# ---- dmem_access_ctrl_flat ----
File: src/rtl/dmem_pkg.sv
// Shared types and lane helpers for the data-memory access controller.
// Pure declarations and functions, no logic of its own.
// Size is taken from funct3[1:0]; funct3[2] only selects zero-extension on loads.
package dmem_pkg;

    typedef enum logic [2:0] {
        RW_B  = 3'b000,
        RW_H  = 3'b001,
        RW_W  = 3'b010,
        RW_BU = 3'b100,
        RW_HU = 3'b101
    } rw_type_e;

    typedef enum logic [1:0] {
        S_IDLE,
        S_REQ,
        S_WAIT,
        S_DONE
    } dmem_state_e;

    localparam logic [1:0] SZ_BYTE = 2'b00;
    localparam logic [1:0] SZ_HALF = 2'b01;

    // Byte enables for an access; halves only look at a[1], words ignore a[1:0].
    function automatic logic [3:0] lane_be(input logic [2:0] rw_type, input logic [1:0] a);
        logic [3:0] be;
        case (rw_type[1:0])
            SZ_BYTE: be = 4'b0001 << a;
            SZ_HALF: be = 4'b0011 << {a[1], 1'b0};
            default: be = 4'b1111;
        endcase
        return be;
    endfunction

    // Store data replicated across every lane so the byte enables alone pick the target.
    function automatic logic [31:0] store_wdata(input logic [2:0] rw_type, input logic [31:0] d);
        logic [31:0] w;
        case (rw_type[1:0])
            SZ_BYTE: w = {4{d[7:0]}};
            SZ_HALF: w = {2{d[15:0]}};
            default: w = d;
        endcase
        return w;
    endfunction

    // Natural alignment check: halves need a[0]==0, words need a[1:0]==0.
    function automatic logic misaligned(input logic [2:0] rw_type, input logic [1:0] a);
        logic m;
        case (rw_type[1:0])
            SZ_BYTE: m = 1'b0;
            SZ_HALF: m = a[0];
            default: m = (a != 2'b00);
        endcase
        return m;
    endfunction

endpackage

File: src/rtl/dmem_access_ctrl_if.sv
// Request/grant/rvalid data bus between the access controller and memory.
// The controller is the master; the memory or bus fabric is the slave.
interface dmem_access_ctrl_if #(
    parameter int ADDR_W = 32
);
    logic              dbus_req;
    logic              dbus_we;
    logic [ADDR_W-1:0] dbus_addr;
    logic [3:0]        dbus_be;
    logic [31:0]       dbus_wdata;
    logic              dbus_gnt;
    logic              dbus_rvalid;
    logic [31:0]       dbus_rdata;

    modport master (
        output dbus_req, dbus_we, dbus_addr, dbus_be, dbus_wdata,
        input  dbus_gnt, dbus_rvalid, dbus_rdata
    );

    modport slave (
        input  dbus_req, dbus_we, dbus_addr, dbus_be, dbus_wdata,
        output dbus_gnt, dbus_rvalid, dbus_rdata
    );
endinterface

File: src/rtl/dmem_load_align.sv
// Selects the addressed byte/half from a read word and sign- or zero-extends it.
// Latency: purely combinational.
// Backpressure: none; the caller decides when the result is captured.
module dmem_load_align
    import dmem_pkg::*;
(
    input  logic [31:0] i_rdata,
    input  logic [1:0]  i_addr,
    input  logic [2:0]  i_rw_type,
    output logic [31:0] o_data
);
    logic [7:0]  w_byte;
    logic [15:0] w_half;
    logic        w_sext;

    // Lane select followed by extension according to the access type
    always_comb begin
        w_byte = i_rdata[{i_addr, 3'b000} +: 8];
        w_half = i_addr[1] ? i_rdata[31:16] : i_rdata[15:0];
        w_sext = ~i_rw_type[2];
        case (i_rw_type[1:0])
            SZ_BYTE: o_data = {{24{w_sext & w_byte[7]}}, w_byte};
            SZ_HALF: o_data = {{16{w_sext & w_half[15]}}, w_half};
            default: o_data = i_rdata;
        endcase
    end
endmodule

File: src/rtl/dmem_access_ctrl.sv
// Purpose: MEM-stage data-memory controller driving a req/gnt/rvalid bus (optional DMEM_MISALIGN_EXC_EN).
// Latency: load >= 4 cycles (IDLE, REQ, WAIT, DONE), store >= 3 cycles (IDLE, REQ, DONE).
// Backpressure: stall held until DONE; bus request held stable until dbus_gnt, then waits for dbus_rvalid on loads.
module dmem_access_ctrl
    import dmem_pkg::*;
#(
    parameter int ADDR_W = 32
) (
    input  logic               clk,
    input  logic               rst,
    input  logic               req_valid,
    input  logic               flush,
    input  logic [ADDR_W-1:0]  addr_out,
    input  logic               MemRW,
    input  logic [2:0]         RWType,
    input  logic [31:0]        data_out,
    output logic [31:0]        data_in,
    output logic               stall,
    output logic               misalign_exc,
    dmem_access_ctrl_if.master dbus
);
    dmem_state_e       r_state;
    dmem_state_e       w_next_state;
    logic              r_dbus_req;
    logic              r_dbus_we;
    logic [ADDR_W-1:0] r_dbus_addr;
    logic [3:0]        r_dbus_be;
    logic [31:0]       r_dbus_wdata;
    logic [2:0]        r_type;
    logic [1:0]        r_lane;
    logic [31:0]       r_data_in;
    logic [31:0]       w_load_fmt;
    logic              w_start;
    logic              w_misalign;
    logic              w_issue;
    logic              w_grant;
    logic              w_capture;

    assign w_start = req_valid & ~flush;

`ifdef DMEM_MISALIGN_EXC_EN
    logic r_misalign;

    assign w_misalign   = misaligned(RWType, addr_out[1:0]);
    assign misalign_exc = r_misalign;

    // Misaligned access bypasses the bus; flag it during the DONE cycle only
    always_ff @(posedge clk) begin
        if (rst) r_misalign <= 1'b0;
        else     r_misalign <= (r_state == S_IDLE) & w_start & w_misalign;
    end
`else
    assign w_misalign   = 1'b0;
    assign misalign_exc = 1'b0;
`endif

    // Next state plus the single-cycle events that load the datapath registers
    always_comb begin
        w_next_state = r_state;
        w_issue      = 1'b0;
        w_grant      = 1'b0;
        w_capture    = 1'b0;
        case (r_state)
            S_IDLE: if (w_start) begin
                w_next_state = w_misalign ? S_DONE : S_REQ;
                w_issue      = ~w_misalign;
            end
            S_REQ: if (dbus.dbus_gnt) begin
                // A same-cycle rvalid is not read data; loads always pass through WAIT
                w_next_state = r_dbus_we ? S_DONE : S_WAIT;
                w_grant      = 1'b1;
            end
            S_WAIT: if (dbus.dbus_rvalid) begin
                w_next_state = S_DONE;
                w_capture    = 1'b1;
            end
            S_DONE:  w_next_state = S_IDLE;
            default: w_next_state = S_IDLE;
        endcase
    end

    // State register
    always_ff @(posedge clk) begin
        if (rst) r_state <= S_IDLE;
        else     r_state <= w_next_state;
    end

    // Bus request registers: loaded on issue, held through REQ, zeroed once granted
    always_ff @(posedge clk) begin
        if (rst || w_grant) begin
            r_dbus_req   <= 1'b0;
            r_dbus_we    <= 1'b0;
            r_dbus_addr  <= '0;
            r_dbus_be    <= 4'b0000;
            r_dbus_wdata <= '0;
        end else if (w_issue) begin
            r_dbus_req   <= 1'b1;
            r_dbus_we    <= MemRW;
            r_dbus_addr  <= {addr_out[ADDR_W-1:2], 2'b00};
            r_dbus_be    <= lane_be(RWType, addr_out[1:0]);
            r_dbus_wdata <= MemRW ? store_wdata(RWType, data_out) : 32'h0;
        end
    end

    // Type and byte offset survive the grant so the WAIT capture can format the data
    always_ff @(posedge clk) begin
        if (rst) begin
            r_type <= 3'b000;
            r_lane <= 2'b00;
        end else if (w_issue) begin
            r_type <= RWType;
            r_lane <= addr_out[1:0];
        end
    end

    dmem_load_align u_load_align (
        .i_rdata   (dbus.dbus_rdata),
        .i_addr    (r_lane),
        .i_rw_type (r_type),
        .o_data    (w_load_fmt)
    );

    // Load result register: only a WAIT-state rvalid updates it
    always_ff @(posedge clk) begin
        if (rst)            r_data_in <= 32'h0;
        else if (w_capture) r_data_in <= w_load_fmt;
    end

    assign stall           = req_valid & (r_state != S_DONE);
    assign data_in         = r_data_in;
    assign dbus.dbus_req   = r_dbus_req;
    assign dbus.dbus_we    = r_dbus_we;
    assign dbus.dbus_addr  = r_dbus_addr;
    assign dbus.dbus_be    = r_dbus_be;
    assign dbus.dbus_wdata = r_dbus_wdata;
endmodule

File: src/flat_wrapper.sv
// flat-port wrapper written by rule: the top's interface ports become plain ports
module dmem_access_ctrl_flat import dmem_pkg::*;
#(
    parameter int ADDR_W = 32
)
  (clk, rst, req_valid, flush, addr_out, MemRW, RWType, data_out, data_in, stall, misalign_exc, dbus_dbus_req, dbus_dbus_we, dbus_dbus_addr, dbus_dbus_be, dbus_dbus_wdata, dbus_dbus_gnt, dbus_dbus_rvalid, dbus_dbus_rdata);
  dmem_access_ctrl_if #(.ADDR_W(ADDR_W)) dbus_i ();
  input  logic clk;
  input  logic rst;
  input  logic req_valid;
  input  logic flush;
  input  logic [ADDR_W-1:0] addr_out;
  input  logic MemRW;
  input  logic [2:0] RWType;
  input  logic [31:0] data_out;
  output logic [31:0] data_in;
  output logic stall;
  output logic misalign_exc;
  output wire logic [$bits(dbus_i.dbus_req)-1:0] dbus_dbus_req;
  output wire logic [$bits(dbus_i.dbus_we)-1:0] dbus_dbus_we;
  output wire logic [$bits(dbus_i.dbus_addr)-1:0] dbus_dbus_addr;
  output wire logic [$bits(dbus_i.dbus_be)-1:0] dbus_dbus_be;
  output wire logic [$bits(dbus_i.dbus_wdata)-1:0] dbus_dbus_wdata;
  input wire logic [$bits(dbus_i.dbus_gnt)-1:0] dbus_dbus_gnt;
  input wire logic [$bits(dbus_i.dbus_rvalid)-1:0] dbus_dbus_rvalid;
  input wire logic [$bits(dbus_i.dbus_rdata)-1:0] dbus_dbus_rdata;
  assign dbus_dbus_req = dbus_i.dbus_req;
  assign dbus_dbus_we = dbus_i.dbus_we;
  assign dbus_dbus_addr = dbus_i.dbus_addr;
  assign dbus_dbus_be = dbus_i.dbus_be;
  assign dbus_dbus_wdata = dbus_i.dbus_wdata;
  assign dbus_i.dbus_gnt = dbus_dbus_gnt;
  assign dbus_i.dbus_rvalid = dbus_dbus_rvalid;
  assign dbus_i.dbus_rdata = dbus_dbus_rdata;
  dmem_access_ctrl #(.ADDR_W(ADDR_W)) u_core (.clk(clk), .rst(rst), .req_valid(req_valid), .flush(flush), .addr_out(addr_out), .MemRW(MemRW), .RWType(RWType), .data_out(data_out), .data_in(data_in), .stall(stall), .misalign_exc(misalign_exc), .dbus(dbus_i));
endmodule
File: config.mk
export PLATFORM = sky130hd
export DESIGN_NAME = dmem_access_ctrl_flat
export DESIGN_NICKNAME = d
export VERILOG_FILES = /design/src/rtl/dmem_pkg.sv /design/src/rtl/dmem_access_ctrl_if.sv /design/src/rtl/dmem_load_align.sv /design/src/rtl/dmem_access_ctrl.sv /design/src/flat_wrapper.sv
export SDC_FILE = /design/constraint.sdc
export NUM_CORES = 1
export LEC_CHECK = 0
export CORE_MARGIN = 4
export CORE_UTILIZATION = 43
export CTS_BUF_LIST = sky130_fd_sc_hd__clkbuf_4 sky130_fd_sc_hd__clkbuf_8 sky130_fd_sc_hd__clkbuf_16
export DETAILED_ROUTE_END_ITERATION = 12
export PLACE_DENSITY = 0.81
export SYNTH_ARGS = -nofsm -noshare
export SYNTH_HDL_FRONTEND = slang
export SYNTH_HIERARCHICAL = 1
export SYNTH_SLANG_ARGS = --single-unit
File: constraint.sdc
create_clock -name clk -period 1.73 [get_ports clk]
set_input_delay 0.4325 -clock clk [delete_from_list [all_inputs] [get_ports clk]]
set_output_delay 0.4325 -clock clk [all_outputs]
set_load 0.005 [all_outputs]
Figure 1. Pin placement (dmem_access_ctrl_flat).
Bar = 20 um. Pins as bars across the die edge, other pins in gray.
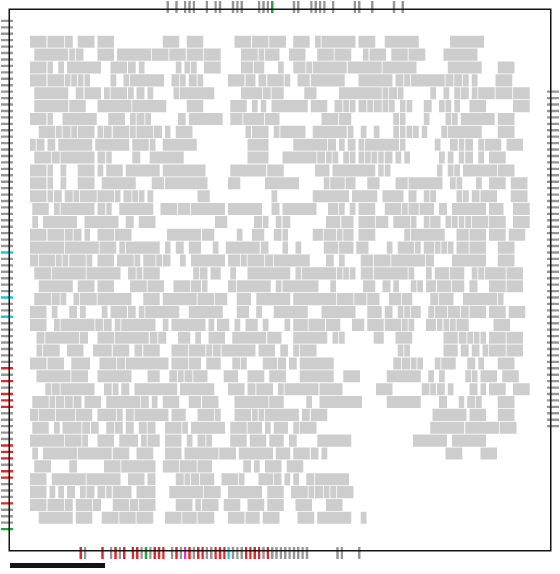
Key: MemRW = magenta [pins 1, direction input, edge bottom]; RWType = green [pins 3, direction input, edge 1 left, 1 bottom, 1 top]; data_out = red [pins 32, direction input, edge 21 bottom, 11 left]; dbus_dbus_be = cyan [pins 4, direction output, edge 3 left, 1 bottom]
All pins by edge: 80 left, 53 right, 50 bottom, 27 top.
PortBufs: 206
die width: 114 um
Die H: 114 um

==> flow_metrics.env <==
# flow metrics
export IMPL_status="finished clean"
export IMPL_yosysWarnings=6
export IMPL_drv_cap=0
export IMPL_synth_top_area_share_pct=44.2
export IMPL_lay_top_cells="232 x nand2_1, 201 x clkdlybuf4s50_1, 103 x dfxtp_1"
export IMPL_period_minus_slack_ns=1.68
export IMPL_clock_area_share_pct=3.78
export IMPL_cts_setup_buffers=0
export IMPL_vias=5260
export IMPL_register_area_um2=2150
export IMPL_hold_class="reg2reg"
export IMPL_compound_area_share_pct=20.0
export IMPL_overflow=0
export IMPL_fp_row_count=38
export IMPL_ir_drop_mv=0.764
export IMPL_grt_pass1_vias=5266
export IMPL_finClkSkew_ns=0.00912
Figure 2. Cell outlines without signal wires (dmem_access_ctrl_flat).
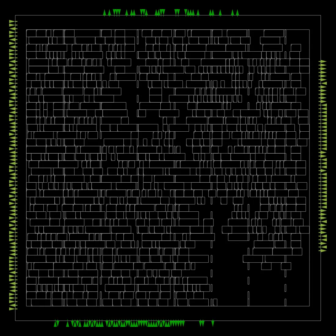
fillers: 919
Core ar.: 10900 um^2
sequential cell area share: 28.6%
Final Util: 68.6%

worst max-delay path, stage by stage:
cell             delay, ns
clkdlybuf4s50_1       0.47
nor2b_1               0.13
clkdlybuf4s15_1       0.21
through the flow:
step	instance area (um^2)	setup TNS, ns
after floorplan	4850	0
after global placement	7190	-9.23
after detailed placement	7190	-12.78
after CTS	7470	0
after global routing	7500	0
final	7510	0
per-layer routing:
metal  vias to the layer above  share of wire [%]  GRT usage (%)  wire, um
met1                      2405                 37           27.4      5990
met3                        34                 13           11.4      2080
met5                         -                  0              0         0
met2                       265                 47           41.6      7670
li1                       2556                  -              -         -
met4                         0                2.6           8.47       425

# ---- rst_seq_ctrl_flat ----
Figure 3. Placement density heat map (rst_seq_ctrl_flat).
The die is cut into 11 by 11 equal tiles; white is low, dark blue is high, 0 to 100% covered.
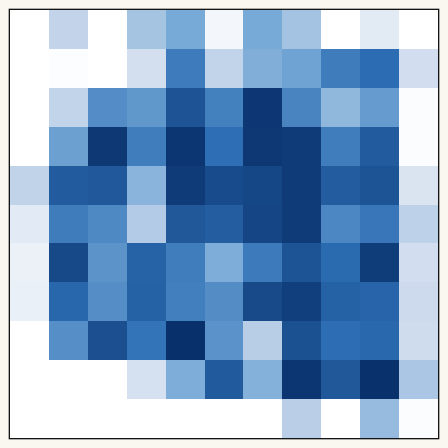
Figure 4. Cell sizes after repair (rst_seq_ctrl_flat).
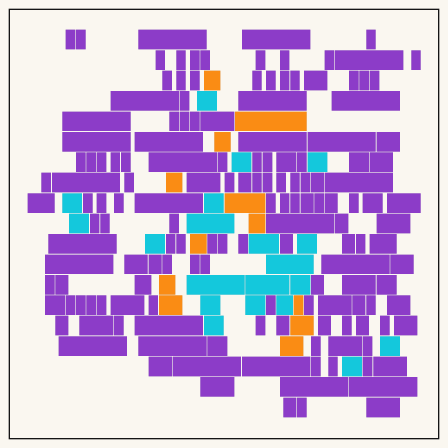
`src/rtl/rst_seq_ctrl_if.sv`:
```
// Reset-sequencer bus: the request/ack/clear inputs and the per-channel reset
// and status outputs. master = sequencer, slave = the block that consumes it.
interface rst_seq_ctrl_if #(
  parameter int unsigned NUM_CH = 4
) ();
  localparam int unsigned CH_W = $clog2(NUM_CH) + 1;

  logic              rst_req_n;
  logic [NUM_CH-1:0] ch_ack;
  logic              err_clr;
  logic [NUM_CH-1:0] ch_rst_n;
  logic              seq_done;
  logic              busy;
  logic [CH_W-1:0]   cur_ch;
  logic [NUM_CH-1:0] timeout_err;

  modport master (
    input  rst_req_n, ch_ack, err_clr,
    output ch_rst_n, seq_done, busy, cur_ch, timeout_err
  );

  modport slave (
    output rst_req_n, ch_ack, err_clr,
    input  ch_rst_n, seq_done, busy, cur_ch, timeout_err
  );
endinterface

```
`src/rtl/rst_seq_ctrl.sv`:
```
// N-channel reset sequencer: holds every channel in reset, then releases them
// one at a time in index order, optionally waiting (with timeout) for an ack.
module rst_seq_ctrl #(
  parameter int unsigned       NUM_CH      = 4,
  parameter int unsigned       CNT_W       = 16,
  parameter int unsigned       MIN_ASSERT  = 16,
  parameter int unsigned       RELEASE_GAP = 8,
  parameter int unsigned       TIMEOUT     = 1024,
  parameter logic [NUM_CH-1:0] ACK_EN      = '0
) (
  input  logic           clk,
  input  logic           reset,
  rst_seq_ctrl_if.master bus
);

  localparam int unsigned CH_W = $clog2(NUM_CH) + 1;

  localparam logic [CNT_W-1:0] MIN_LIM  = CNT_W'(MIN_ASSERT);
  localparam logic [CNT_W-1:0] MIN_LAST = CNT_W'(MIN_ASSERT - 1);
  localparam logic [CNT_W-1:0] GAP_LAST = (RELEASE_GAP == 0) ? '0 : CNT_W'(RELEASE_GAP - 1);
  localparam logic [CNT_W-1:0] TO_LAST  = (TIMEOUT == 0) ? '0 : CNT_W'(TIMEOUT - 1);
  localparam logic [CH_W-1:0]  LAST_CH  = CH_W'(NUM_CH - 1);

  typedef enum logic [1:0] {
    ST_ASSERT,
    ST_WAIT_ACK,
    ST_GAP,
    ST_DONE
  } state_t;

  state_t            state, state_nxt;
  logic [CNT_W-1:0]  cnt, cnt_nxt;
  logic [NUM_CH-1:0] ch_rst_n_r, ch_rst_n_nxt;
  logic [CH_W-1:0]   cur_ch_r, cur_ch_nxt;
  logic              seq_done_r, seq_done_nxt;
  logic              busy_r;
  logic [NUM_CH-1:0] timeout_err_r, timeout_err_nxt;

  logic [NUM_CH-1:0] cur_mask;
  logic [NUM_CH-1:0] err_set;
  logic              ack_ok;
  logic              timed_out;
  logic              advance;

  function automatic logic [CNT_W-1:0] sat_inc(input logic [CNT_W-1:0] v,
                                               input logic [CNT_W-1:0] lim);
    return (v >= lim) ? lim : v + CNT_W'(1);
  endfunction

  function automatic logic [NUM_CH-1:0] ch_onehot(input logic [CH_W-1:0] idx);
    return NUM_CH'(1) << idx;
  endfunction

  always_comb begin
    state_nxt    = state;
    cnt_nxt      = cnt;
    ch_rst_n_nxt = ch_rst_n_r;
    cur_ch_nxt   = cur_ch_r;
    seq_done_nxt = seq_done_r;
    err_set      = '0;
    advance      = 1'b0;

    cur_mask  = ch_onehot(cur_ch_r);
    // A channel without ACK_EN counts as acked; an ack already high on entry counts too.
    ack_ok    = ((ACK_EN & cur_mask) == '0) || ((bus.ch_ack & cur_mask) != '0);
    timed_out = (TIMEOUT != 0) && (cnt == TO_LAST) && !ack_ok;

    if (!bus.rst_req_n) begin
      state_nxt    = ST_ASSERT;
      cnt_nxt      = '0;
      ch_rst_n_nxt = '0;
      cur_ch_nxt   = '0;
      seq_done_nxt = 1'b0;
    end else begin
      unique case (state)
        ST_ASSERT: begin
          ch_rst_n_nxt = '0;
          if (cnt >= MIN_LAST) begin
            state_nxt    = ST_WAIT_ACK;
            cnt_nxt      = '0;
            cur_ch_nxt   = '0;
            ch_rst_n_nxt = NUM_CH'(1);
          end else begin
            cnt_nxt = sat_inc(cnt, MIN_LIM);
          end
        end
        ST_WAIT_ACK: begin
          if (ack_ok || timed_out) begin
            cnt_nxt = '0;
            if (timed_out) err_set = cur_mask;
            // With no gap configured the next channel is released straight from here.
            if (RELEASE_GAP == 0) advance = 1'b1;
            else                  state_nxt = ST_GAP;
          end else begin
            cnt_nxt = cnt + CNT_W'(1);
          end
        end
        ST_GAP: begin
          if (cnt >= GAP_LAST) advance = 1'b1;
          else                 cnt_nxt = cnt + CNT_W'(1);
        end
        ST_DONE: state_nxt = ST_DONE;
        default: state_nxt = ST_ASSERT;
      endcase

      if (advance) begin
        cnt_nxt = '0;
        if (cur_ch_r >= LAST_CH) begin
          seq_done_nxt = 1'b1;
          state_nxt    = ST_DONE;
        end else begin
          cur_ch_nxt   = cur_ch_r + CH_W'(1);
          ch_rst_n_nxt = ch_rst_n_r | (cur_mask << 1);
          state_nxt    = ST_WAIT_ACK;
        end
      end
    end

    // A new timeout beats a simultaneous clear on its own bit only.
    timeout_err_nxt = err_set | (bus.err_clr ? '0 : timeout_err_r);
  end

  always_ff @(posedge clk or posedge reset) begin
    if (reset) begin
      state         <= ST_ASSERT;
      cnt           <= '0;
      ch_rst_n_r    <= '0;
      cur_ch_r      <= '0;
      seq_done_r    <= 1'b0;
      busy_r        <= 1'b1;
      timeout_err_r <= '0;
    end else begin
      state         <= state_nxt;
      cnt           <= cnt_nxt;
      ch_rst_n_r    <= ch_rst_n_nxt;
      cur_ch_r      <= cur_ch_nxt;
      seq_done_r    <= seq_done_nxt;
      busy_r        <= (state_nxt != ST_DONE);
      timeout_err_r <= timeout_err_nxt;
    end
  end

  assign bus.ch_rst_n    = ch_rst_n_r;
  assign bus.seq_done    = seq_done_r;
  assign bus.busy        = busy_r;
  assign bus.cur_ch      = cur_ch_r;
  assign bus.timeout_err = timeout_err_r;

endmodule

```
`src/flat_wrapper.sv`:
```
// flat-port wrapper written by rule: the top's interface ports become plain ports
module rst_seq_ctrl_flat 
#(
  parameter int unsigned       NUM_CH      = 4,
  parameter int unsigned       CNT_W       = 16,
  parameter int unsigned       MIN_ASSERT  = 16,
  parameter int unsigned       RELEASE_GAP = 8,
  parameter int unsigned       TIMEOUT     = 1024,
  parameter logic [NUM_CH-1:0] ACK_EN      = '0
)
  (clk, reset, bus_rst_req_n, bus_ch_ack, bus_err_clr, bus_ch_rst_n, bus_seq_done, bus_busy, bus_cur_ch, bus_timeout_err);
  rst_seq_ctrl_if #(.NUM_CH(NUM_CH)) bus_i ();
  input  logic clk;
  input  logic reset;
  input wire logic [$bits(bus_i.rst_req_n)-1:0] bus_rst_req_n;
  input wire logic [$bits(bus_i.ch_ack)-1:0] bus_ch_ack;
  input wire logic [$bits(bus_i.err_clr)-1:0] bus_err_clr;
  output wire logic [$bits(bus_i.ch_rst_n)-1:0] bus_ch_rst_n;
  output wire logic [$bits(bus_i.seq_done)-1:0] bus_seq_done;
  output wire logic [$bits(bus_i.busy)-1:0] bus_busy;
  output wire logic [$bits(bus_i.cur_ch)-1:0] bus_cur_ch;
  output wire logic [$bits(bus_i.timeout_err)-1:0] bus_timeout_err;
  assign bus_i.rst_req_n = bus_rst_req_n;
  assign bus_i.ch_ack = bus_ch_ack;
  assign bus_i.err_clr = bus_err_clr;
  assign bus_ch_rst_n = bus_i.ch_rst_n;
  assign bus_seq_done = bus_i.seq_done;
  assign bus_busy = bus_i.busy;
  assign bus_cur_ch = bus_i.cur_ch;
  assign bus_timeout_err = bus_i.timeout_err;
  rst_seq_ctrl #(.NUM_CH(NUM_CH), .CNT_W(CNT_W), .MIN_ASSERT(MIN_ASSERT), .RELEASE_GAP(RELEASE_GAP), .TIMEOUT(TIMEOUT), .ACK_EN(ACK_EN)) u_core (.clk(clk), .reset(reset), .bus(bus_i));
endmodule
```
`config.mk`:
```
export PLATFORM = sky130hd
export DESIGN_NAME = rst_seq_ctrl_flat
export DESIGN_NICKNAME = d
export VERILOG_FILES = /design/src/rtl/rst_seq_ctrl_if.sv /design/src/rtl/rst_seq_ctrl.sv /design/src/flat_wrapper.sv
export SDC_FILE = /design/constraint.sdc
export NUM_CORES = 1
export LEC_CHECK = 0
export ABC_AREA = 1
export CAP_MARGIN = 30
export CORE_MARGIN = 2
export CORE_UTILIZATION = 50
export DETAILED_ROUTE_END_ITERATION = 8
export PLACE_DENSITY = 0.71
export REMOVE_ABC_BUFFERS = 1
export SLEW_MARGIN = 40
export SYNTH_ARGS = -nofsm -noshare
export SYNTH_HDL_FRONTEND = slang
export SYNTH_SLANG_ARGS = --single-unit
```
`constraint.sdc`:
```
create_clock -name clk -period 1.7 [get_ports clk]
set_clock_uncertainty 0.1 [all_clocks]
set_input_delay 0.255 -clock clk [delete_from_list [all_inputs] [get_ports clk]]
set_output_delay 0.255 -clock clk [all_outputs]
set_load 0.02 [all_outputs]
```
==> flow_metrics.env <==
# flow metrics
export IMPL_common_cells="31 x nor2_1, 30 x inv_1, 26 x dfrtp_1"
export IMPL_cts_buffers=3
export IMPL_cp_num_buf_inv=1
export IMPL_status="finished clean"
export IMPL_grt_max_degree=28
export IMPL_r2r_cells=9
export IMPL_drt_initial_drc_count=46
export IMPL_numSynthFlops=27
export IMPL_area_growth_synth_to_final_pct=18.9
export IMPL_vias=1023
export IMPL_comb_share_pct=37.1
export IMPL_clock_power_share_pct=28.3
export IMPL_yosysTopAreaCell="dfrtp_1"
export IMPL_startpoint="u_core.cnt[0]"
export IMPL_dieHeight_um=57.0
Notes on Figure 3 above:
The fullest tile reaches 100%. 34% of the tiles are over 75% full. The mean over all tiles is 50%. The densest ninth of the die: middle. 20% of the tiles are nearly empty.
Core ar.: 2710 um^2
FP Util: 51.8%
Final Util: 61.6%

Notes on Figure 4 above:
Key: x2 = orange [cells 12]; x3 and x4 = cyan [cells 20, most used buf_4]; x1 and smaller = purple [cells 152]

==> what timing repair did <==
action                                  in CTS  in global routing
buffers inserted                             0                  3
pin swaps                                    0                  1
endpoints found under the hold margin        0                  0
resized                                      6                 14
hold buffers                                 0                  0
endpoints found under the setup margin       6                 13
==> power by group through the flow <==
stage / Combinational (mW) / Clock [mW] / Sequential, mW
detailed placement: 0.0595 / 0 / 0.666
finish: 0.0620 / 0.283 / 0.654
global placement: 0.0564 / 0 / 0.665
floorplan: 0.0407 / 0 / 0.665
global route: 0.0711 / 0.323 / 0.655
CTS: 0.0598 / 0.294 / 0.654

# ---- alu_sequencer ----
Figure 5. Pin placement (alu_sequencer).
Bar = 100 um. Pins as bars across the die edge, other pins in gray.
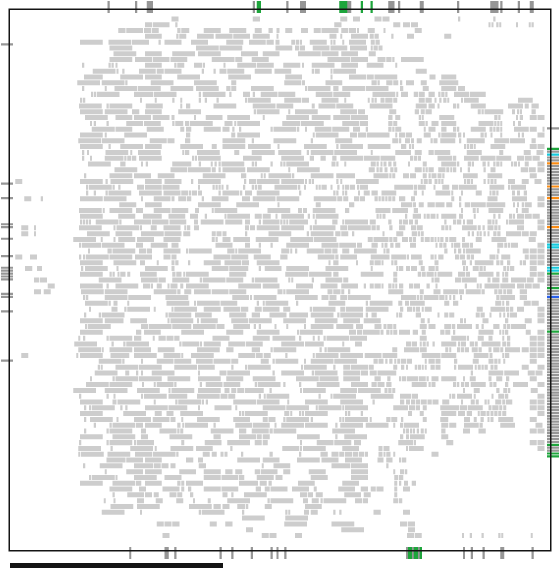
File: config.mk
export PLATFORM = sky130hd
export DESIGN_NAME = alu_sequencer
export DESIGN_NICKNAME = d
export VERILOG_FILES = /design/src/rtl/alu_sequencer.sv
export SDC_FILE = /design/constraint.sdc
export NUM_CORES = 1
export LEC_CHECK = 0
export CAP_MARGIN = 10
export CORE_MARGIN = 2
export CORE_UTILIZATION = 40
export CTS_CLUSTER_DIAMETER = 80
export CTS_CLUSTER_SIZE = 16
export DETAILED_ROUTE_END_ITERATION = 12
export SLEW_MARGIN = 10
export SYNTH_ARGS = -nofsm -noshare
export SYNTH_HDL_FRONTEND = slang
export SYNTH_SLANG_ARGS = --single-unit
File: constraint.sdc
create_clock -name clock -period 7.4 [get_ports clock]
set_input_delay 0.74 -clock clock [delete_from_list [all_inputs] [get_ports clock]]
set_output_delay 0.74 -clock clock [all_outputs]
set_load 0.03 [all_outputs]
File: src/rtl/alu_sequencer.sv
// rtl/alu_sequencer.sv - multicycle fetch/decode/execute controller around an external ALU
`timescale 1ns/1ps
module alu_sequencer #(
  parameter logic [19:0] RESET_VECTOR = 20'h00000,
  parameter logic [19:0] TRAP_VECTOR  = 20'h00100
) (
  input  logic        clock,
  input  logic        reset,
  output logic        imem_req,
  output logic [19:0] imem_addr,
  input  logic        imem_ack,
  input  logic [19:0] imem_rdata,
  output logic [4:0]  alu_op,
  output logic [19:0] alu_a,
  output logic [19:0] alu_b,
  output logic        alu_cin,
  output logic [3:0]  alu_shamt,
  input  logic [19:0] alu_result,
  input  logic        alu_zero,
  input  logic        alu_sign,
  input  logic        alu_cout,
  output logic [19:0] pp,
  output logic [19:0] status,
  output logic        trap_mode,
  output logic        instr_done,
  input  logic [3:0]  dbg_sel,
  output logic [19:0] dbg_data
);

  localparam logic [4:0] OP_TRAP  = 5'd1;
  localparam logic [4:0] OP_JMP   = 5'd2;
  localparam logic [4:0] OP_JMPZ  = 5'd3;
  localparam logic [4:0] OP_JMPS  = 5'd4;
  localparam logic [4:0] OP_JMPZS = 5'd5;
  localparam logic [4:0] OP_LSTAT = 5'd6;
  localparam logic [4:0] OP_XSTAT = 5'd7;
  localparam logic [4:0] OP_SWAP  = 5'd16;
  localparam logic [4:0] OP_ADDC  = 5'd20;
  localparam logic [4:0] OP_LDI   = 5'd27;

  typedef enum logic [1:0] {S_FETCH, S_FETCH2, S_EXEC, S_SWAP2} state_t;

  state_t      r_state;
  state_t      w_next_state;
  logic [19:0] r_pp;
  logic [19:0] r_word2;
  logic [19:0] r_hold;
  logic [4:0]  r_op;
  logic [3:0]  r_rd;
  logic [3:0]  r_rs;
  logic [3:0]  r_shamt;
  logic [19:0] r_regs [16];
  logic        r_zero;
  logic        r_sign;
  logic        r_carry;
  logic        r_trap;

  logic [19:0] w_rd_val;
  logic [19:0] w_rs_val;
  logic [19:0] w_status;
  logic [19:0] w_pp_next;
  logic [19:0] w_wdata;
  logic [3:0]  w_waddr;
  logic        w_we;
  logic        w_zero_next;
  logic        w_sign_next;
  logic        w_carry_next;
  logic        w_trap_next;
  logic        w_is_alu;
  logic        w_is_cmp;
  logic        w_take;

  function automatic logic is_two_word(input logic [4:0] op);
    return ((op >= OP_JMP) && (op <= OP_JMPZS)) || (op == OP_LDI);
  endfunction

  assign w_rd_val  = r_regs[r_rd];
  assign w_rs_val  = r_regs[r_rs];
  assign w_status  = {16'h0000, r_trap, r_carry, r_sign, r_zero};
  // SWAP sits inside the ALU opcode range but is handled by the controller
  assign w_is_alu  = (r_op >= 5'd8) && (r_op <= 5'd21) && (r_op != OP_SWAP);
  assign w_is_cmp  = (r_op >= 5'd22) && (r_op <= 5'd26);
  assign status    = w_status;
  assign trap_mode = r_trap;
  assign pp        = r_pp;
  assign imem_addr = r_pp;
  assign dbg_data  = r_regs[dbg_sel];

  // jump condition from the flags left by earlier instructions
  always_comb begin
    w_take = 1'b0;
    case (r_op)
      OP_JMP:   w_take = 1'b1;
      OP_JMPZ:  w_take = r_zero;
      OP_JMPS:  w_take = r_sign;
      OP_JMPZS: w_take = r_sign & r_zero;
      default:  w_take = 1'b0;
    endcase
  end

  // next state, fetch port, ALU drive and the single register-file write port
  always_comb begin
    w_next_state = r_state;
    w_pp_next    = r_pp;
    imem_req     = 1'b0;
    instr_done   = 1'b0;
    alu_op       = 5'd0;
    alu_a        = 20'd0;
    alu_b        = 20'd0;
    alu_cin      = 1'b0;
    alu_shamt    = 4'd0;
    w_we         = 1'b0;
    w_waddr      = r_rd;
    w_wdata      = alu_result;
    w_zero_next  = r_zero;
    w_sign_next  = r_sign;
    w_carry_next = r_carry;
    w_trap_next  = r_trap;
    // reset abandons whatever is in flight, so nothing is requested or retired
    if (!reset) begin
      case (r_state)
        S_FETCH: begin
          imem_req = 1'b1;
          if (imem_ack) begin
            w_pp_next    = r_pp + 20'd1;
            w_next_state = is_two_word(imem_rdata[19:15]) ? S_FETCH2 : S_EXEC;
          end
        end
        S_FETCH2: begin
          imem_req = 1'b1;
          if (imem_ack) begin
            w_pp_next    = r_pp + 20'd1;
            w_next_state = S_EXEC;
          end
        end
        S_EXEC: begin
          if ((r_op >= 5'd8) && (r_op <= 5'd26)) alu_op = r_op;
          alu_a        = w_rd_val;
          alu_b        = w_rs_val;
          alu_cin      = r_carry;
          alu_shamt    = r_shamt;
          instr_done   = (r_op != OP_SWAP);
          w_next_state = (r_op == OP_SWAP) ? S_SWAP2 : S_FETCH;
          if (w_is_alu) begin
            w_we        = 1'b1;
            w_wdata     = alu_result;
            w_zero_next = (alu_result == 20'd0);
            w_sign_next = alu_result[19];
            if (r_op == OP_ADDC) w_carry_next = alu_cout;
          end else if (w_is_cmp) begin
            w_zero_next = alu_zero;
            w_sign_next = alu_sign;
          end else begin
            case (r_op)
              OP_TRAP: begin
                w_trap_next = 1'b1;
                w_pp_next   = TRAP_VECTOR;
              end
              OP_JMP, OP_JMPZ, OP_JMPS, OP_JMPZS: begin
                if (w_take) w_pp_next = r_word2;
              end
              OP_LSTAT: begin
                w_we    = 1'b1;
                w_wdata = w_status;
              end
              OP_XSTAT: begin
                w_we    = r_trap;
                w_wdata = w_status ^ w_rd_val;
              end
              OP_SWAP: begin
                w_we    = 1'b1;
                w_wdata = w_rs_val;
              end
              OP_LDI: begin
                w_we    = 1'b1;
                w_wdata = r_word2;
              end
              default: begin
                // NOP lands here too; only 28-31 are illegal
                if (r_op >= 5'd28) begin
                  w_trap_next = 1'b1;
                  w_pp_next   = TRAP_VECTOR;
                end
              end
            endcase
          end
        end
        S_SWAP2: begin
          instr_done   = 1'b1;
          w_we         = 1'b1;
          w_waddr      = r_rs;
          w_wdata      = r_hold;
          w_next_state = S_FETCH;
        end
        default: w_next_state = S_FETCH;
      endcase
    end
  end

  // architectural state, register file and latched instruction fields
  always_ff @(posedge clock) begin
    if (reset) begin
      r_state <= S_FETCH;
      r_pp    <= RESET_VECTOR;
      r_zero  <= 1'b0;
      r_sign  <= 1'b0;
      r_carry <= 1'b0;
      r_trap  <= 1'b0;
      r_op    <= 5'd0;
      r_rd    <= 4'd0;
      r_rs    <= 4'd0;
      r_shamt <= 4'd0;
      r_word2 <= 20'd0;
      r_hold  <= 20'd0;
      for (int i = 0; i < 16; i++) r_regs[i] <= 20'd0;
    end else begin
      r_state <= w_next_state;
      r_pp    <= w_pp_next;
      r_zero  <= w_zero_next;
      r_sign  <= w_sign_next;
      r_carry <= w_carry_next;
      r_trap  <= w_trap_next;
      if (w_we) r_regs[w_waddr] <= w_wdata;
      if ((r_state == S_FETCH) && imem_ack) begin
        r_op    <= imem_rdata[19:15];
        r_rd    <= imem_rdata[14:11];
        r_rs    <= imem_rdata[10:7];
        r_shamt <= imem_rdata[3:0];
      end
      if ((r_state == S_FETCH2) && imem_ack) r_word2 <= imem_rdata;
      // SWAP2 needs the destination's value from before the EXEC write
      if ((r_state == S_EXEC) && (r_op == OP_SWAP)) r_hold <= w_rd_val;
    end
  end

endmodule
==> flow_metrics.env <==
# flow metrics
export IMPL_hold_end="r_shamt[3]"
export IMPL_drv_cap=0
export IMPL_end_kind="output port"
export IMPL_p_int_mw=3.94
export IMPL_p_total_mw=5.61
export IMPL_nNonClkBuffers=206
export IMPL_tool_warnings=26
export IMPL_status="finished clean"
export IMPL_worst_hold_slack_ns=0.452
export IMPL_final_area_um2=27600
export IMPL_maxSlewHeadroom_pct=14.6
export IMPL_power_frac_comb_pct=18.5
export IMPL_syn_area_um2=24800
export IMPL_gp_congestion=0.958
export IMPL_cts_buffers=34
export IMPL_cts_resized=0
export IMPL_register_area_um2=11400
export IMPL_hold_class="reg2reg"
export IMPL_place_area_um2=26600
export IMPL_grt_met3_usage_pct=7.92
About Figure 5:
Key: alu_shamt = orange [pins 4, direction output, edge right]; alu_op = cyan [pins 5, direction output, edge right]; alu_a = green [pins 20, direction output, edge 8 top, 7 right, 5 bottom]; alu_zero = blue [pins 1, direction input, edge right]

registers in the layout (all words and copies together) (netlist names), named ones only:
name / cells
r_carry: 1
r_hold: 20
trap_mode: 1
r_rs: 4
r_op: 5
r_shamt: 4
r_state: 2
r_regs: 320
r_rd: 4
r_zero: 1
r_word2: 20
r_sign: 1
imem_addr: 20
power by group through the flow:
stage | logic [mW] | registers [mW] | clock network (mW)
after floorplan | 0.719 | 2.67 | 0
after global placement | 1.01 | 2.75 | 0
after detailed placement | 1.02 | 2.75 | 0
after CTS | 1.02 | 2.70 | 1.87
after global routing | 1.08 | 2.72 | 1.95
final | 1.04 | 2.71 | 1.86


## Gallery

Zoomed window.
image #1
Window x 180 to 200, y 180 to 200 um. Cells in gray, sequential cells in the stronger gray; small squares are vias.
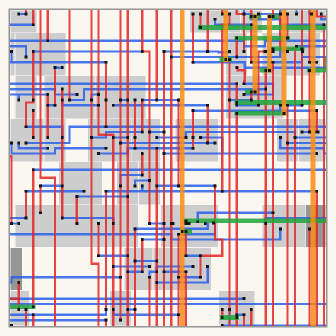
image #2
Window x 76 to 96, y 76 to 96 um. Cells in gray, sequential cells in the stronger gray; small squares are vias.
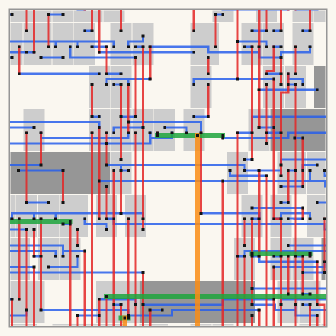
image #3
Window x 33 to 53, y 33 to 53 um. Cells in gray, sequential cells in the stronger gray; small squares are vias.
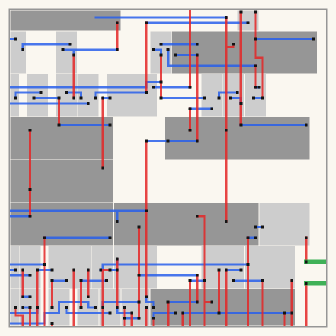
image #3 -> rst_seq_ctrl_flat
image #1 -> alu_sequencer
image #2 -> dmem_access_ctrl_flat

Power figures rest on the tool's default switching activity, not on a simulated workload.
